# ---- trace_queue ----
$ cat config.mk
export PLATFORM = sky130hd
export DESIGN_NAME = trace_queue
export DESIGN_NICKNAME = d
export VERILOG_FILES = /design/src/rtl/trace_queue.sv
export SDC_FILE = /design/constraint.sdc
export NUM_CORES = 1
export LEC_CHECK = 0
export CORE_MARGIN = 4
export CORE_UTILIZATION = 46
export DETAILED_ROUTE_END_ITERATION = 8
export GPL_ROUTABILITY_DRIVEN = 0
export PLACE_DENSITY = 0.67
export SETUP_SLACK_MARGIN = 0.05
export SYNTH_ARGS = -nofsm -noshare
export SYNTH_HDL_FRONTEND = slang
export SYNTH_SLANG_ARGS = --single-unit
$ cat constraint.sdc
create_clock -name clk -period 5.7 [get_ports clk]
set_input_delay 1.71 -clock clk [delete_from_list [all_inputs] [get_ports clk]]
set_output_delay 1.71 -clock clk [all_outputs]
set_load 0.01 [all_outputs]
$ cat src/rtl/trace_queue.sv
// Retire/writeback trace queue: filters records that carry nothing to trace, buffers
// them in a circular store and replays them one per drain cycle on a registered port.
module trace_queue #(
  parameter int DEPTH = 4
) (
  input  logic                     clk,
  input  logic                     reset,
  input  logic                     in_valid,
  output logic                     in_ready,
  input  logic                     in_iv,
  input  logic [31:0]              in_pc,
  input  logic [31:0]              in_inst,
  input  logic                     in_rdv,
  input  logic [4:0]               in_rd_x,
  input  logic [31:0]              in_rd_data,
  input  logic                     in_pcv,
  input  logic [31:0]              in_pc_x,
  input  logic                     drain,
  output logic                     valid,
  output logic [31:0]              pc,
  output logic [31:0]              inst,
  output logic                     rdv,
  output logic [4:0]               rd_x,
  output logic [31:0]              rd_data,
  output logic                     pcv,
  output logic [31:0]              pc_x,
  output logic [$clog2(DEPTH):0]   count,
  output logic                     overflow
);

  localparam int PW = $clog2(DEPTH);
  localparam int CW = PW + 1;
  localparam logic [CW-1:0] FULL = CW'(DEPTH);

  typedef struct packed {
    logic        iv;
    logic [31:0] pc;
    logic [31:0] inst;
    logic        rdv;
    logic [4:0]  rd_x;
    logic [31:0] rd_data;
    logic        pcv;
    logic [31:0] pc_x;
  } rec_t;

  rec_t          mem [DEPTH];
  rec_t          in_rec;
  rec_t          head;
  logic [PW-1:0] wr_ptr;
  logic [PW-1:0] rd_ptr;
  logic          rdv_filt;
  logic          accept;
  logic          keep;
  logic          pop;

  // Gating with reset keeps the handshake closed while the queue is held in reset.
  assign in_ready = reset && (count < FULL);
  assign accept   = in_valid && in_ready;

  // x0 destination writes carry no architectural effect, so they are not traced.
  assign rdv_filt = in_rdv && (in_rd_x != 5'd0);
  assign keep     = accept && (in_iv || rdv_filt || in_pcv);
  assign pop      = drain && (count != '0);

  assign in_rec = '{iv: in_iv, pc: in_pc, inst: in_inst, rdv: rdv_filt, rd_x: in_rd_x,
                    rd_data: in_rd_data, pcv: in_pcv, pc_x: in_pc_x};
  assign head   = mem[rd_ptr];

  always_ff @(posedge clk) begin
    if (keep) mem[wr_ptr] <= in_rec;
  end

  // Pointer width equals log2(DEPTH), so increments wrap to 0 on their own.
  always_ff @(posedge clk or negedge reset) begin
    if (!reset) begin
      wr_ptr   <= '0;
      rd_ptr   <= '0;
      count    <= '0;
      overflow <= 1'b0;
    end else begin
      if (keep) wr_ptr <= wr_ptr + 1'b1;
      if (pop)  rd_ptr <= rd_ptr + 1'b1;
      case ({keep, pop})
        2'b10:   count <= count + 1'b1;
        2'b01:   count <= count - 1'b1;
        default: count <= count;
      endcase
      if (in_valid && (count == FULL)) overflow <= 1'b1;
    end
  end

  // Strobes drop to 0 between pops; data fields keep the last emitted record.
  always_ff @(posedge clk or negedge reset) begin
    if (!reset) begin
      valid   <= 1'b0;
      pc      <= '0;
      inst    <= '0;
      rdv     <= 1'b0;
      rd_x    <= '0;
      rd_data <= '0;
      pcv     <= 1'b0;
      pc_x    <= '0;
    end else if (pop) begin
      valid   <= 1'b1;
      pc      <= head.pc;
      inst    <= head.inst;
      rdv     <= head.rdv;
      rd_x    <= head.rd_x;
      rd_data <= head.rd_data;
      pcv     <= head.pcv;
      pc_x    <= head.pc_x;
    end else begin
      valid <= 1'b0;
      rdv   <= 1'b0;
      pcv   <= 1'b0;
    end
  end

endmodule

# ---- crc24_attach_flat ----
===== src/rtl/crc24_attach_if.sv =====
// Stream interface of the CRC24A attach stage: payload bits in, framed
// K-bit stream plus interleaver framing controls out.
interface crc24_attach_if;
  logic data_in;
  logic data_valid;
  logic frame_start;
  logic blocksize_sel;
  logic in_ready;
  logic data_out;
  logic CRC_start;
  logic CRC_blocksize;
  logic CRC_end;
  logic frame_error;

  modport master (
    output data_in, data_valid, frame_start, blocksize_sel,
    input  in_ready, data_out, CRC_start, CRC_blocksize, CRC_end, frame_error
  );

  modport slave (
    input  data_in, data_valid, frame_start, blocksize_sel,
    output in_ready, data_out, CRC_start, CRC_blocksize, CRC_end, frame_error
  );
endinterface


===== src/rtl/crc24_attach.sv =====
// Serial gCRC24A attachment: forwards a K-24 bit payload and appends the
// 24-bit parity MSB-first, with framing pulses for the turbo interleaver.
module crc24_attach #(
  parameter int unsigned           K_SMALL = 1056,
  parameter int unsigned           K_LARGE = 6144,
  parameter int unsigned           CRC_LEN = 24,
  parameter logic [CRC_LEN-1:0]    POLY    = 24'h864CFB,
  parameter int unsigned           CNT_W   = 13
) (
  input logic           clk,
  input logic           reset,
  crc24_attach_if.slave bus
);

  typedef enum logic [1:0] {IDLE, DATA, PARITY} state_t;

  localparam logic [CNT_W-1:0] LEN_S    = CNT_W'(K_SMALL - CRC_LEN);
  localparam logic [CNT_W-1:0] LEN_L    = CNT_W'(K_LARGE - CRC_LEN);
  localparam logic [CNT_W-1:0] LAST_PAR = CNT_W'(CRC_LEN - 1);

  state_t             state_q, state_d;
  logic [CRC_LEN-1:0] crc_q, crc_d;
  logic [CNT_W-1:0]   cnt_q, cnt_d;
  logic [CNT_W-1:0]   cnt_inc, len_w;
  logic               size_q, size_d;
  logic               dout_q, dout_d;
  logic               start_q, start_d;
  logic               end_q, end_d;
  logic               err_q, err_d;
  logic               rdy_q, rdy_d;

  function automatic logic [CRC_LEN-1:0] crc_step(input logic [CRC_LEN-1:0] c,
                                                  input logic b);
    crc_step = {c[CRC_LEN-2:0], 1'b0} ^ ((b ^ c[CRC_LEN-1]) ? POLY : '0);
  endfunction

  always_comb begin
    state_d = state_q;
    crc_d   = crc_q;
    cnt_d   = cnt_q;
    size_d  = size_q;
    dout_d  = 1'b0;
    start_d = 1'b0;
    end_d   = 1'b0;
    err_d   = 1'b0;
    rdy_d   = rdy_q;
    cnt_inc = cnt_q + CNT_W'(1);
    len_w   = size_q ? LEN_L : LEN_S;

    case (state_q)
      IDLE: begin
        if (bus.data_valid && bus.frame_start) begin
          size_d  = bus.blocksize_sel;
          crc_d   = crc_step('0, bus.data_in);
          cnt_d   = CNT_W'(1);
          dout_d  = bus.data_in;
          start_d = 1'b1;
          state_d = DATA;
        end
      end
      DATA: begin
        if (bus.data_valid) begin
          crc_d  = crc_step(crc_q, bus.data_in);
          dout_d = bus.data_in;
          cnt_d  = cnt_inc;
          // in_ready drops together with the last payload bit so parity is gapless
          if (cnt_inc == len_w) begin
            state_d = PARITY;
            cnt_d   = '0;
            rdy_d   = 1'b0;
          end
        end else begin
          state_d = IDLE;
          cnt_d   = '0;
          err_d   = 1'b1;
        end
      end
      PARITY: begin
        dout_d = crc_q[CRC_LEN-1];
        crc_d  = {crc_q[CRC_LEN-2:0], 1'b0};
        cnt_d  = cnt_inc;
        if (cnt_q == LAST_PAR) begin
          end_d   = 1'b1;
          state_d = IDLE;
          cnt_d   = '0;
          rdy_d   = 1'b1;
        end
      end
      default: state_d = IDLE;
    endcase
  end

  always_ff @(posedge clk or posedge reset) begin
    if (reset) begin
      state_q <= IDLE;
      crc_q   <= '0;
      cnt_q   <= '0;
      size_q  <= 1'b0;
      dout_q  <= 1'b0;
      start_q <= 1'b0;
      end_q   <= 1'b0;
      err_q   <= 1'b0;
      rdy_q   <= 1'b1;
    end else begin
      state_q <= state_d;
      crc_q   <= crc_d;
      cnt_q   <= cnt_d;
      size_q  <= size_d;
      dout_q  <= dout_d;
      start_q <= start_d;
      end_q   <= end_d;
      err_q   <= err_d;
      rdy_q   <= rdy_d;
    end
  end

  assign bus.in_ready      = rdy_q;
  assign bus.data_out      = dout_q;
  assign bus.CRC_start     = start_q;
  assign bus.CRC_blocksize = size_q;
  assign bus.CRC_end       = end_q;
  assign bus.frame_error   = err_q;

endmodule


===== src/flat_wrapper.sv =====
// flat-port wrapper written by rule: the top's interface ports become plain ports
module crc24_attach_flat 
#(
  parameter int unsigned           K_SMALL = 1056,
  parameter int unsigned           K_LARGE = 6144,
  parameter int unsigned           CRC_LEN = 24,
  parameter logic [CRC_LEN-1:0]    POLY    = 24'h864CFB,
  parameter int unsigned           CNT_W   = 13
)
  (clk, reset, bus_data_in, bus_data_valid, bus_frame_start, bus_blocksize_sel, bus_in_ready, bus_data_out, bus_CRC_start, bus_CRC_blocksize, bus_CRC_end, bus_frame_error);
  crc24_attach_if bus_i ();
  input logic clk;
  input logic reset;
  input wire logic [$bits(bus_i.data_in)-1:0] bus_data_in;
  input wire logic [$bits(bus_i.data_valid)-1:0] bus_data_valid;
  input wire logic [$bits(bus_i.frame_start)-1:0] bus_frame_start;
  input wire logic [$bits(bus_i.blocksize_sel)-1:0] bus_blocksize_sel;
  output wire logic [$bits(bus_i.in_ready)-1:0] bus_in_ready;
  output wire logic [$bits(bus_i.data_out)-1:0] bus_data_out;
  output wire logic [$bits(bus_i.CRC_start)-1:0] bus_CRC_start;
  output wire logic [$bits(bus_i.CRC_blocksize)-1:0] bus_CRC_blocksize;
  output wire logic [$bits(bus_i.CRC_end)-1:0] bus_CRC_end;
  output wire logic [$bits(bus_i.frame_error)-1:0] bus_frame_error;
  assign bus_i.data_in = bus_data_in;
  assign bus_i.data_valid = bus_data_valid;
  assign bus_i.frame_start = bus_frame_start;
  assign bus_i.blocksize_sel = bus_blocksize_sel;
  assign bus_in_ready = bus_i.in_ready;
  assign bus_data_out = bus_i.data_out;
  assign bus_CRC_start = bus_i.CRC_start;
  assign bus_CRC_blocksize = bus_i.CRC_blocksize;
  assign bus_CRC_end = bus_i.CRC_end;
  assign bus_frame_error = bus_i.frame_error;
  crc24_attach #(.K_SMALL(K_SMALL), .K_LARGE(K_LARGE), .CRC_LEN(CRC_LEN), .POLY(POLY), .CNT_W(CNT_W)) u_core (.clk(clk), .reset(reset), .bus(bus_i));
endmodule

===== config.mk =====
export PLATFORM = sky130hd
export DESIGN_NAME = crc24_attach_flat
export DESIGN_NICKNAME = d
export VERILOG_FILES = /design/src/rtl/crc24_attach_if.sv /design/src/rtl/crc24_attach.sv /design/src/flat_wrapper.sv
export SDC_FILE = /design/constraint.sdc
export NUM_CORES = 1
export LEC_CHECK = 0
export CAP_MARGIN = 10
export CORE_MARGIN = 2
export CORE_UTILIZATION = 58
export DETAILED_ROUTE_END_ITERATION = 6
export PLACE_DENSITY = 0.77
export SLEW_MARGIN = 20
export SYNTH_ARGS = -nofsm -noshare
export SYNTH_HDL_FRONTEND = slang
export SYNTH_SLANG_ARGS = --single-unit

===== constraint.sdc =====
create_clock -name clk -period 5.4 [get_ports clk]
set_input_delay 1.08 -clock clk [delete_from_list [all_inputs] [get_ports clk]]
set_output_delay 1.08 -clock clk [all_outputs]
set_load 0.1 [all_outputs]

# ---- if_fetch_unit ----
--- config.mk ---
export PLATFORM = sky130hd
export DESIGN_NAME = if_fetch_unit
export DESIGN_NICKNAME = d
export VERILOG_FILES = /design/src/rtl/if_fetch_unit.sv
export SDC_FILE = /design/constraint.sdc
export NUM_CORES = 1
export LEC_CHECK = 0
export CAP_MARGIN = 20
export CORE_MARGIN = 2
export CORE_UTILIZATION = 45
export DETAILED_ROUTE_END_ITERATION = 12
export GPL_TIMING_DRIVEN = 0
export PLACE_DENSITY = 0.81
export SLEW_MARGIN = 25
export SYNTH_ARGS = -nofsm -noshare
export SYNTH_HDL_FRONTEND = slang
export SYNTH_SLANG_ARGS = --single-unit
--- constraint.sdc ---
create_clock -name clk -period 2.43 [get_ports clk]
set_input_delay 0.486 -clock clk [delete_from_list [all_inputs] [get_ports clk]]
set_output_delay 0.486 -clock clk [all_outputs]
set_load 0.01 [all_outputs]
--- src/rtl/if_fetch_unit.sv ---
// Instruction-fetch initiator: owns the PC, drives instruction memory and fills IF/ID.
// Optional perf counters are compiled in when IF_PERF_CNT_EN is defined.
module if_fetch_unit #(
    parameter int               XLEN      = 32,
    parameter logic [XLEN-1:0]  RESET_PC  = '0,
    parameter logic [31:0]      NOP_INSTR = 32'h00000013
) (
    input  logic            clk,
    input  logic            rst,
    output logic [XLEN-1:0] imem_addr,
    output logic            imem_req,
    input  logic [31:0]     imem_rdata,
    input  logic            imem_ready,
    input  logic            stall_i,
    input  logic            redirect_i,
    input  logic [XLEN-1:0] redirect_pc_i,
    output logic [31:0]     if_id_instr,
    output logic [XLEN-1:0] if_id_pc,
    output logic            if_id_valid
`ifdef IF_PERF_CNT_EN
    ,
    output logic [31:0]     perf_fetch_cnt,
    output logic [31:0]     perf_bubble_cnt
`endif
);

    typedef enum logic [1:0] {BOOT, RUN, FLUSH} state_t;

    state_t          state_q, state_d;
    logic [XLEN-1:0] pc_q, pc_d;
    logic [31:0]     instr_p1, instr_d;
    logic [XLEN-1:0] pc_p1, pc_p1_d;
    logic            vld_p1, vld_d;
    logic            load_valid;
    logic [XLEN-1:0] redirect_target;

    assign redirect_target = redirect_pc_i & ~XLEN'(3);
    assign imem_addr       = pc_q;
    assign if_id_instr     = instr_p1;
    assign if_id_pc        = pc_p1;
    assign if_id_valid     = vld_p1;

    always_comb begin
        state_d    = state_q;
        pc_d       = pc_q;
        instr_d    = instr_p1;
        pc_p1_d    = pc_p1;
        vld_d      = vld_p1;
        imem_req   = 1'b0;
        load_valid = 1'b0;
        case (state_q)
            BOOT: begin
                state_d = RUN;
            end
            RUN: begin
                imem_req = 1'b1;
                if (redirect_i) begin
                    pc_d    = redirect_target;
                    instr_d = NOP_INSTR;
                    pc_p1_d = redirect_target;
                    vld_d   = 1'b0;
                    state_d = FLUSH;
                end else if (stall_i) begin
                    // Response is dropped; the same address is re-requested next cycle.
                    pc_d = pc_q;
                end else if (imem_ready) begin
                    instr_d    = imem_rdata;
                    pc_p1_d    = pc_q;
                    vld_d      = 1'b1;
                    pc_d       = pc_q + XLEN'(4);
                    load_valid = 1'b1;
                end else begin
                    instr_d = NOP_INSTR;
                    vld_d   = 1'b0;
                end
            end
            FLUSH: begin
                // A second redirect while flushing simply retargets and keeps flushing.
                if (redirect_i) begin
                    pc_d    = redirect_target;
                    pc_p1_d = redirect_target;
                    state_d = FLUSH;
                end else begin
                    state_d = RUN;
                end
            end
            default: begin
                state_d = BOOT;
            end
        endcase
    end

    // Fetch stage (pc_q) -> IF/ID stage (_p1)
    always_ff @(posedge clk) begin
        if (rst) begin
            state_q  <= BOOT;
            pc_q     <= RESET_PC;
            instr_p1 <= NOP_INSTR;
            pc_p1    <= RESET_PC;
            vld_p1   <= 1'b0;
        end else begin
            state_q  <= state_d;
            pc_q     <= pc_d;
            instr_p1 <= instr_d;
            pc_p1    <= pc_p1_d;
            vld_p1   <= vld_d;
        end
    end

`ifdef IF_PERF_CNT_EN
    function automatic logic [31:0] sat_inc(input logic [31:0] cnt);
        return (cnt == 32'hFFFFFFFF) ? cnt : cnt + 32'd1;
    endfunction

    always_ff @(posedge clk) begin
        if (rst) begin
            perf_fetch_cnt  <= '0;
            perf_bubble_cnt <= '0;
        end else begin
            if (load_valid)
                perf_fetch_cnt <= sat_inc(perf_fetch_cnt);
            if (state_q != BOOT && !load_valid)
                perf_bubble_cnt <= sat_inc(perf_bubble_cnt);
        end
    end
`endif

endmodule
### The clock network, if_fetch_unit

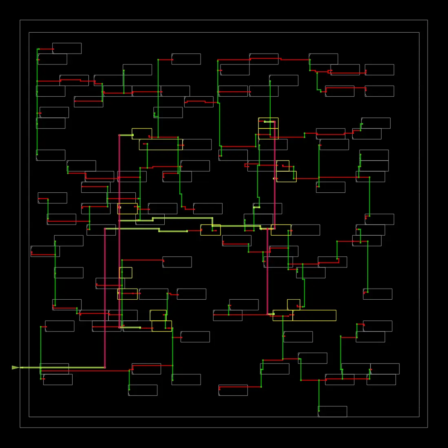
number of clock buffers in the layout: 10
flop count: 96
Worst Skew: 0.01964 ns
Clock group: 1.24 mW

==> impl_metrics.toml, if_fetch_unit <==
# flow metrics
[status]
status = "finished, final reports clean"

[setup_path]
reg2reg_depth = 6
crit_slowest_cell = "clkdlybuf4s50_1"
max_stage_delay_ns = 0.43
crit_start = "imem_ready"

[sta]
setup-tns-final_ns = 0
relSlewSlack_pct = 44.21
period_needed_ns = 2.364

[logic_synthesis]
async_flop_share_pct = 0
syn_avg_cell_area_sq_um = 8.061
yosysTopAreaCell = "dfxtp_1"
yosys_area_sq_mm = 0.004482
top_logic_kind = "simple AND/OR/NAND/NOR gates"
ys_ff = 96

[final_layout]
final_area_sq_mm = 0.006501

[routing]
highest_layer = "met4"

[placed_design]
gp_routability_congestion = 0.9337
dpl.cell_count = 851
placed_area_sq_mm = 0.006264

[clock_tree]
clkLatencyLatePin_ns = 0.38
numCtsBuffers = 9
cts_hold_buf = 0

[floorplanning]
placeableCoreArea_sq_mm = 0.009729
io_pins = 167
if_fetch_unit: Yosys cell counts, types with 8 or more instances:
| library cell | number |
|---|---|
| a311oi_1 | 35 |
| nand4_1 | 11 |
| dfxtp_1 | 96 |
| and3_1 | 8 |
| nor2_1 | 76 |
| a21oi_1 | 29 |
| clkbuf_1 | 26 |
| nor3_1 | 10 |
| a22oi_1 | 21 |
| nand2_1 | 90 |
| buf_2 | 17 |
| o21ai_0 | 16 |
| nand3_1 | 19 |
if_fetch_unit: sequential cells by signal (all words and copies together) (netlist names):
signal and cells:
if_id_instr 32, if_id_pc 31, imem_addr 30, state_q 2
if_id_valid 1
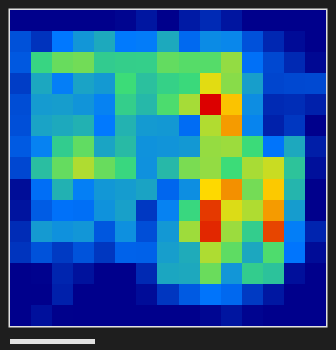
*Wire density map, crc24_attach_flat*
Scale bar: 20 um. The die is cut into 15 by 15 equal tiles; dark blue is low, red is high, scaled to the fullest tile. Values are wire area over tile area, all layers added.
mean over tiles: 0.18
tiles over half the peak: 18%
nearly empty tiles: 18%
emptiest ninth of the die: bottom left
fullest tile: 0.62
total routed wirelength: 6142 um
Tot GR Track Use: 23.39%

==> impl_metrics.toml, crc24_attach_flat <==
# flow metrics
[floorplanning]
die_y_um = 74.64
io_pins = 12
placeableCoreArea_sq_mm = 0.004755

[job]
max-cap-violations = 0

[hold_path]
holdPathStages = 2
hp-start = "u_core.crc_q[19]"

[status]
status = "finished, final reports clean"

[clock_tree]
cts_resized = 0

[sta]
relSlewSlack_pct = 35.30
setup_violations = 0

[logic_synthesis]
mux_share_pct = 5.880
synth_nets = 330
syn_avg_cell_area_sq_um = 9.072
common_cells = "nand2_1, dfrtp_1, o21ai_0"

[final_layout]
post-route-util_pct = 64.29
logic_gates = 244
final_area_sq_mm = 0.003057
final_layout_top_logic_cells = "nand2_1, dfrtp_1, o21ai_0"
comb_area_share_pct = 51.37
largest_cell_class = "combinational gates"
layout.filler_cells = 423
layout_top_cell = "nand2_1"
final-nonclk-buf-share_pct = 3.848

[routing]
wl_per_cell_um = 15.87
drt_first_pass_iters = 5
via_per_inst = 6.191

[setup_path]
critical_path.top_delay_family = "simple AND/OR/NAND/NOR gates"
critPathCaptureType = "flip-flop"
r2r_setup_slack_ns = 2.17
crit_start = "bus_data_valid"
cp_num_buf_inv = 1
worstPathMaxFanout = 10

[placed_design]
dp.final_hpwl_um = 4112
placed_area_sq_mm = 0.002940
gp_routability_congestion = 0.9265

[power_and_ir_drop]
clk-power_mw = 0.262
-- crc24_attach_flat: worst register-to-register path, cell delays in order, from the launching register on --
cell and delay, ns:
dfrtp_1 0.49, ha_1 0.45, nand3_2 0.24, nor4_2 0.44, xor2_1 0.17, a211oi_1 0.52, o2111ai_2 0.23, or4_1 0.51
nand3_1 0.11
-- crc24_attach_flat: per-layer routing --
layer / vias up / GRT usage, % / part of all wire (%)
met5: - / 0 / 0
li1: 1174 / - / -
met3: 9 / 4.284 / 5.1
met1: 1127 / 33.19 / 47
met2: 86 / 36.09 / 46
met4: 0 / 8.730 / 1.5
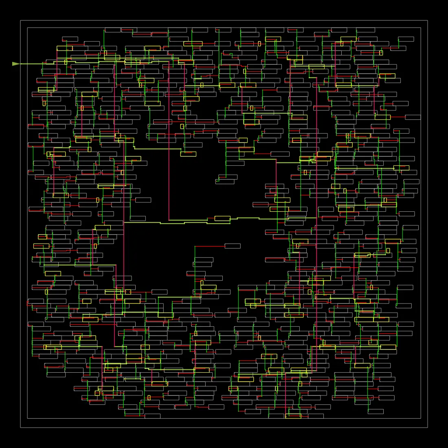
*The clock network, trace_queue*
number of clock buffers in the layout: 104
flop count: 684

==> impl_metrics.toml, trace_queue <==
# flow metrics
[floorplanning]
die_x_um = 240.9
initCoreUtil_pct = 46.38
io_pins = 281
std_cell_rows = 85

[sta]
setup-tns-final_ns = 0
setup_violations = 0

[logic_synthesis]
ys_seq_share_pct = 79.40
ys_ff = 684
yosysTopAreaCell = "edfxtp_1"
top_area_share_pct = 64.97

[setup_path]
r2r-start = "count[2]"
arrival_ns = 2.69

[power_and_ir_drop]
design_power_total_mw = 15.13
p_sw_mw = 4.146

[final_layout]
layout_top_cell = "edfxtp_1"
layout-drive-gt1-share_pct = 16.14

[routing]
drt_first_pass_iters = 4
route.detailed.drc = 0
wl_met3_um = 3020

[hold_path]
hp-class = "flip-flop to flip-flop"

[job]
max-cap-violations = 0

[status]
status = "finished, final reports clean"
[trace_queue: worst max-delay path: cells and delay by family]
kind                   cells  cell delay [ns]
and+or+nand+nor            1             0.26
buffers and inverters      2             0.72
[trace_queue: area by class of cell]
class | count | share of cell area, %
Timing Repair Buffer | 304 | 10.06
Inverter | 7 | 0.09277
Sequential cell | 684 | 63.91
Tap cell | 696 | 2.807
Multi-Input combinational cell | 565 | 15.55
Clock buffer | 104 | 6.724
Clock inverter | 27 | 0.8067
Antenna cell | 5 | 0.04033

==> notes/layouts.md <==
Pictures saved along the way, in no particular order.

Placed cells, one colour a class.
Fill, decap, tap and diode cells in grey.
shot_01.png
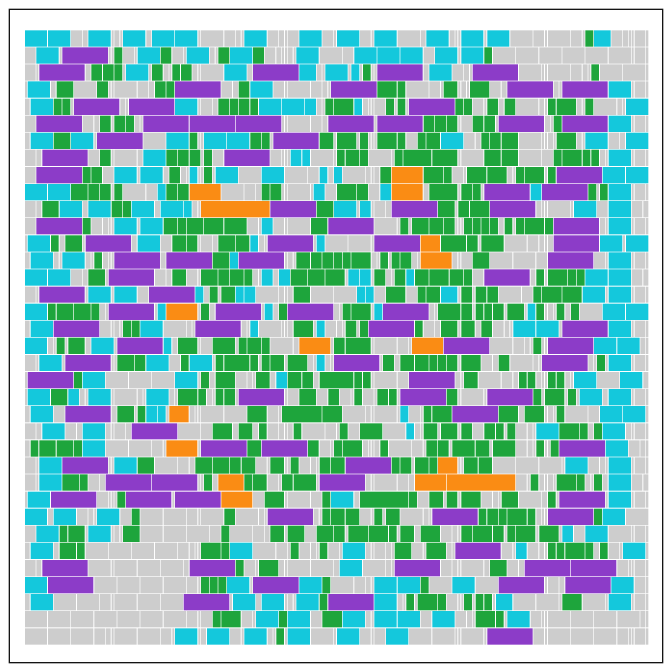
shot_02.png
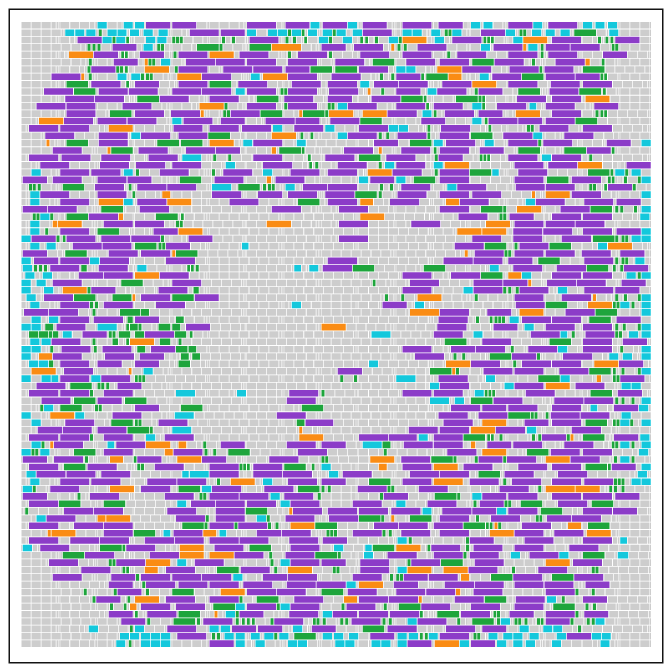
shot_03.png
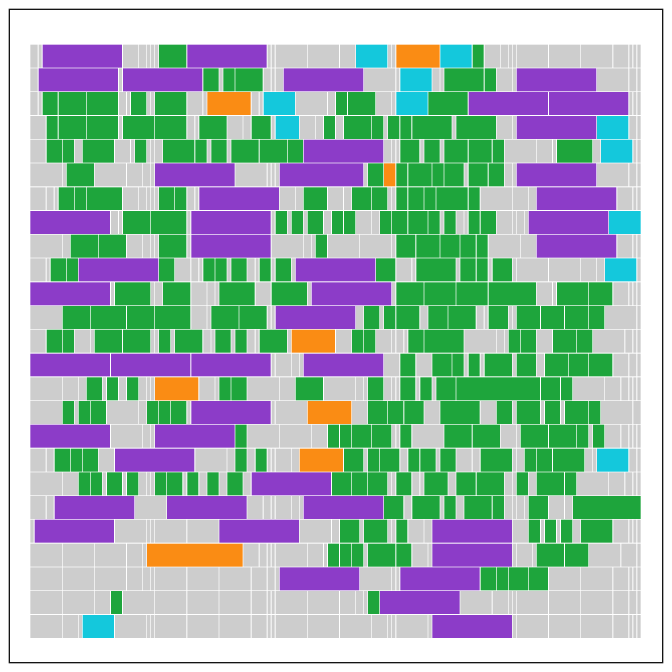
shot_02.png comes from trace_queue.
shot_03.png comes from crc24_attach_flat.
shot_01.png comes from if_fetch_unit.
- fewest sequential cells: shot_03.png
- fewest cells: shot_03.png

Key to shot_02.png:
| colour | class | cells | share of their area |
|---|---|---|---|
| green | all other logic | 572 | 16% |
| orange | clock drivers and dummy loads | 131 | 7.8% |
| cyan | other buffers and delay cells | 304 | 10% |
| purple | flip-flops | 684 | 66% |



==> screenshots <==
M1 wires.
(a)
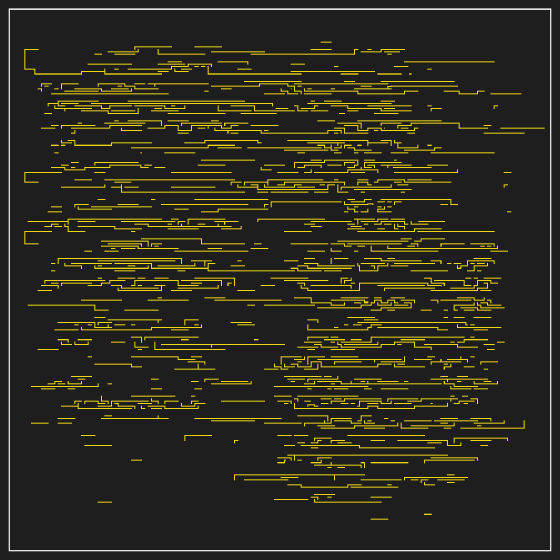
(b)
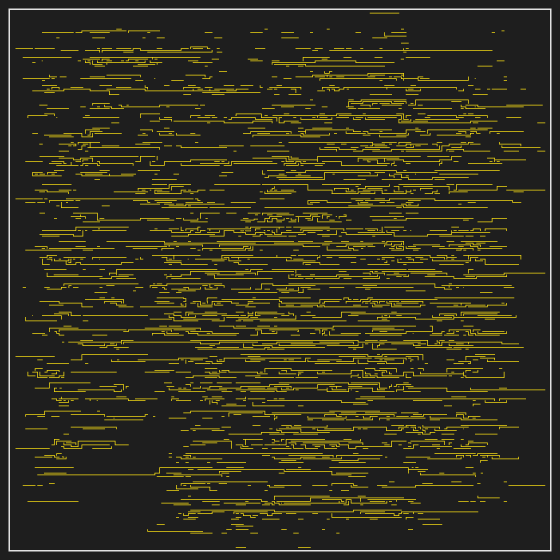
(c)
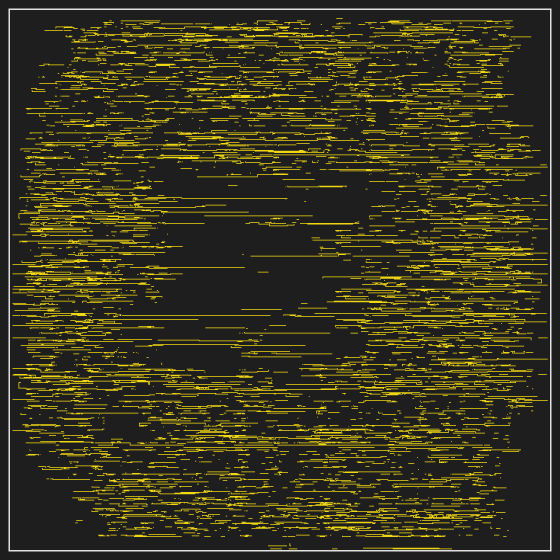
if_fetch_unit -> (b)
crc24_attach_flat -> (a)
trace_queue -> (c)

Key to (a):
longest straight run: 25.0 um
share of all routed wire: 47%
nets with wire on the layer: 300
main direction: horizontal
wire length on this layer: 2900 um

No activity file was given, so power comes from the tool's default toggle rates.
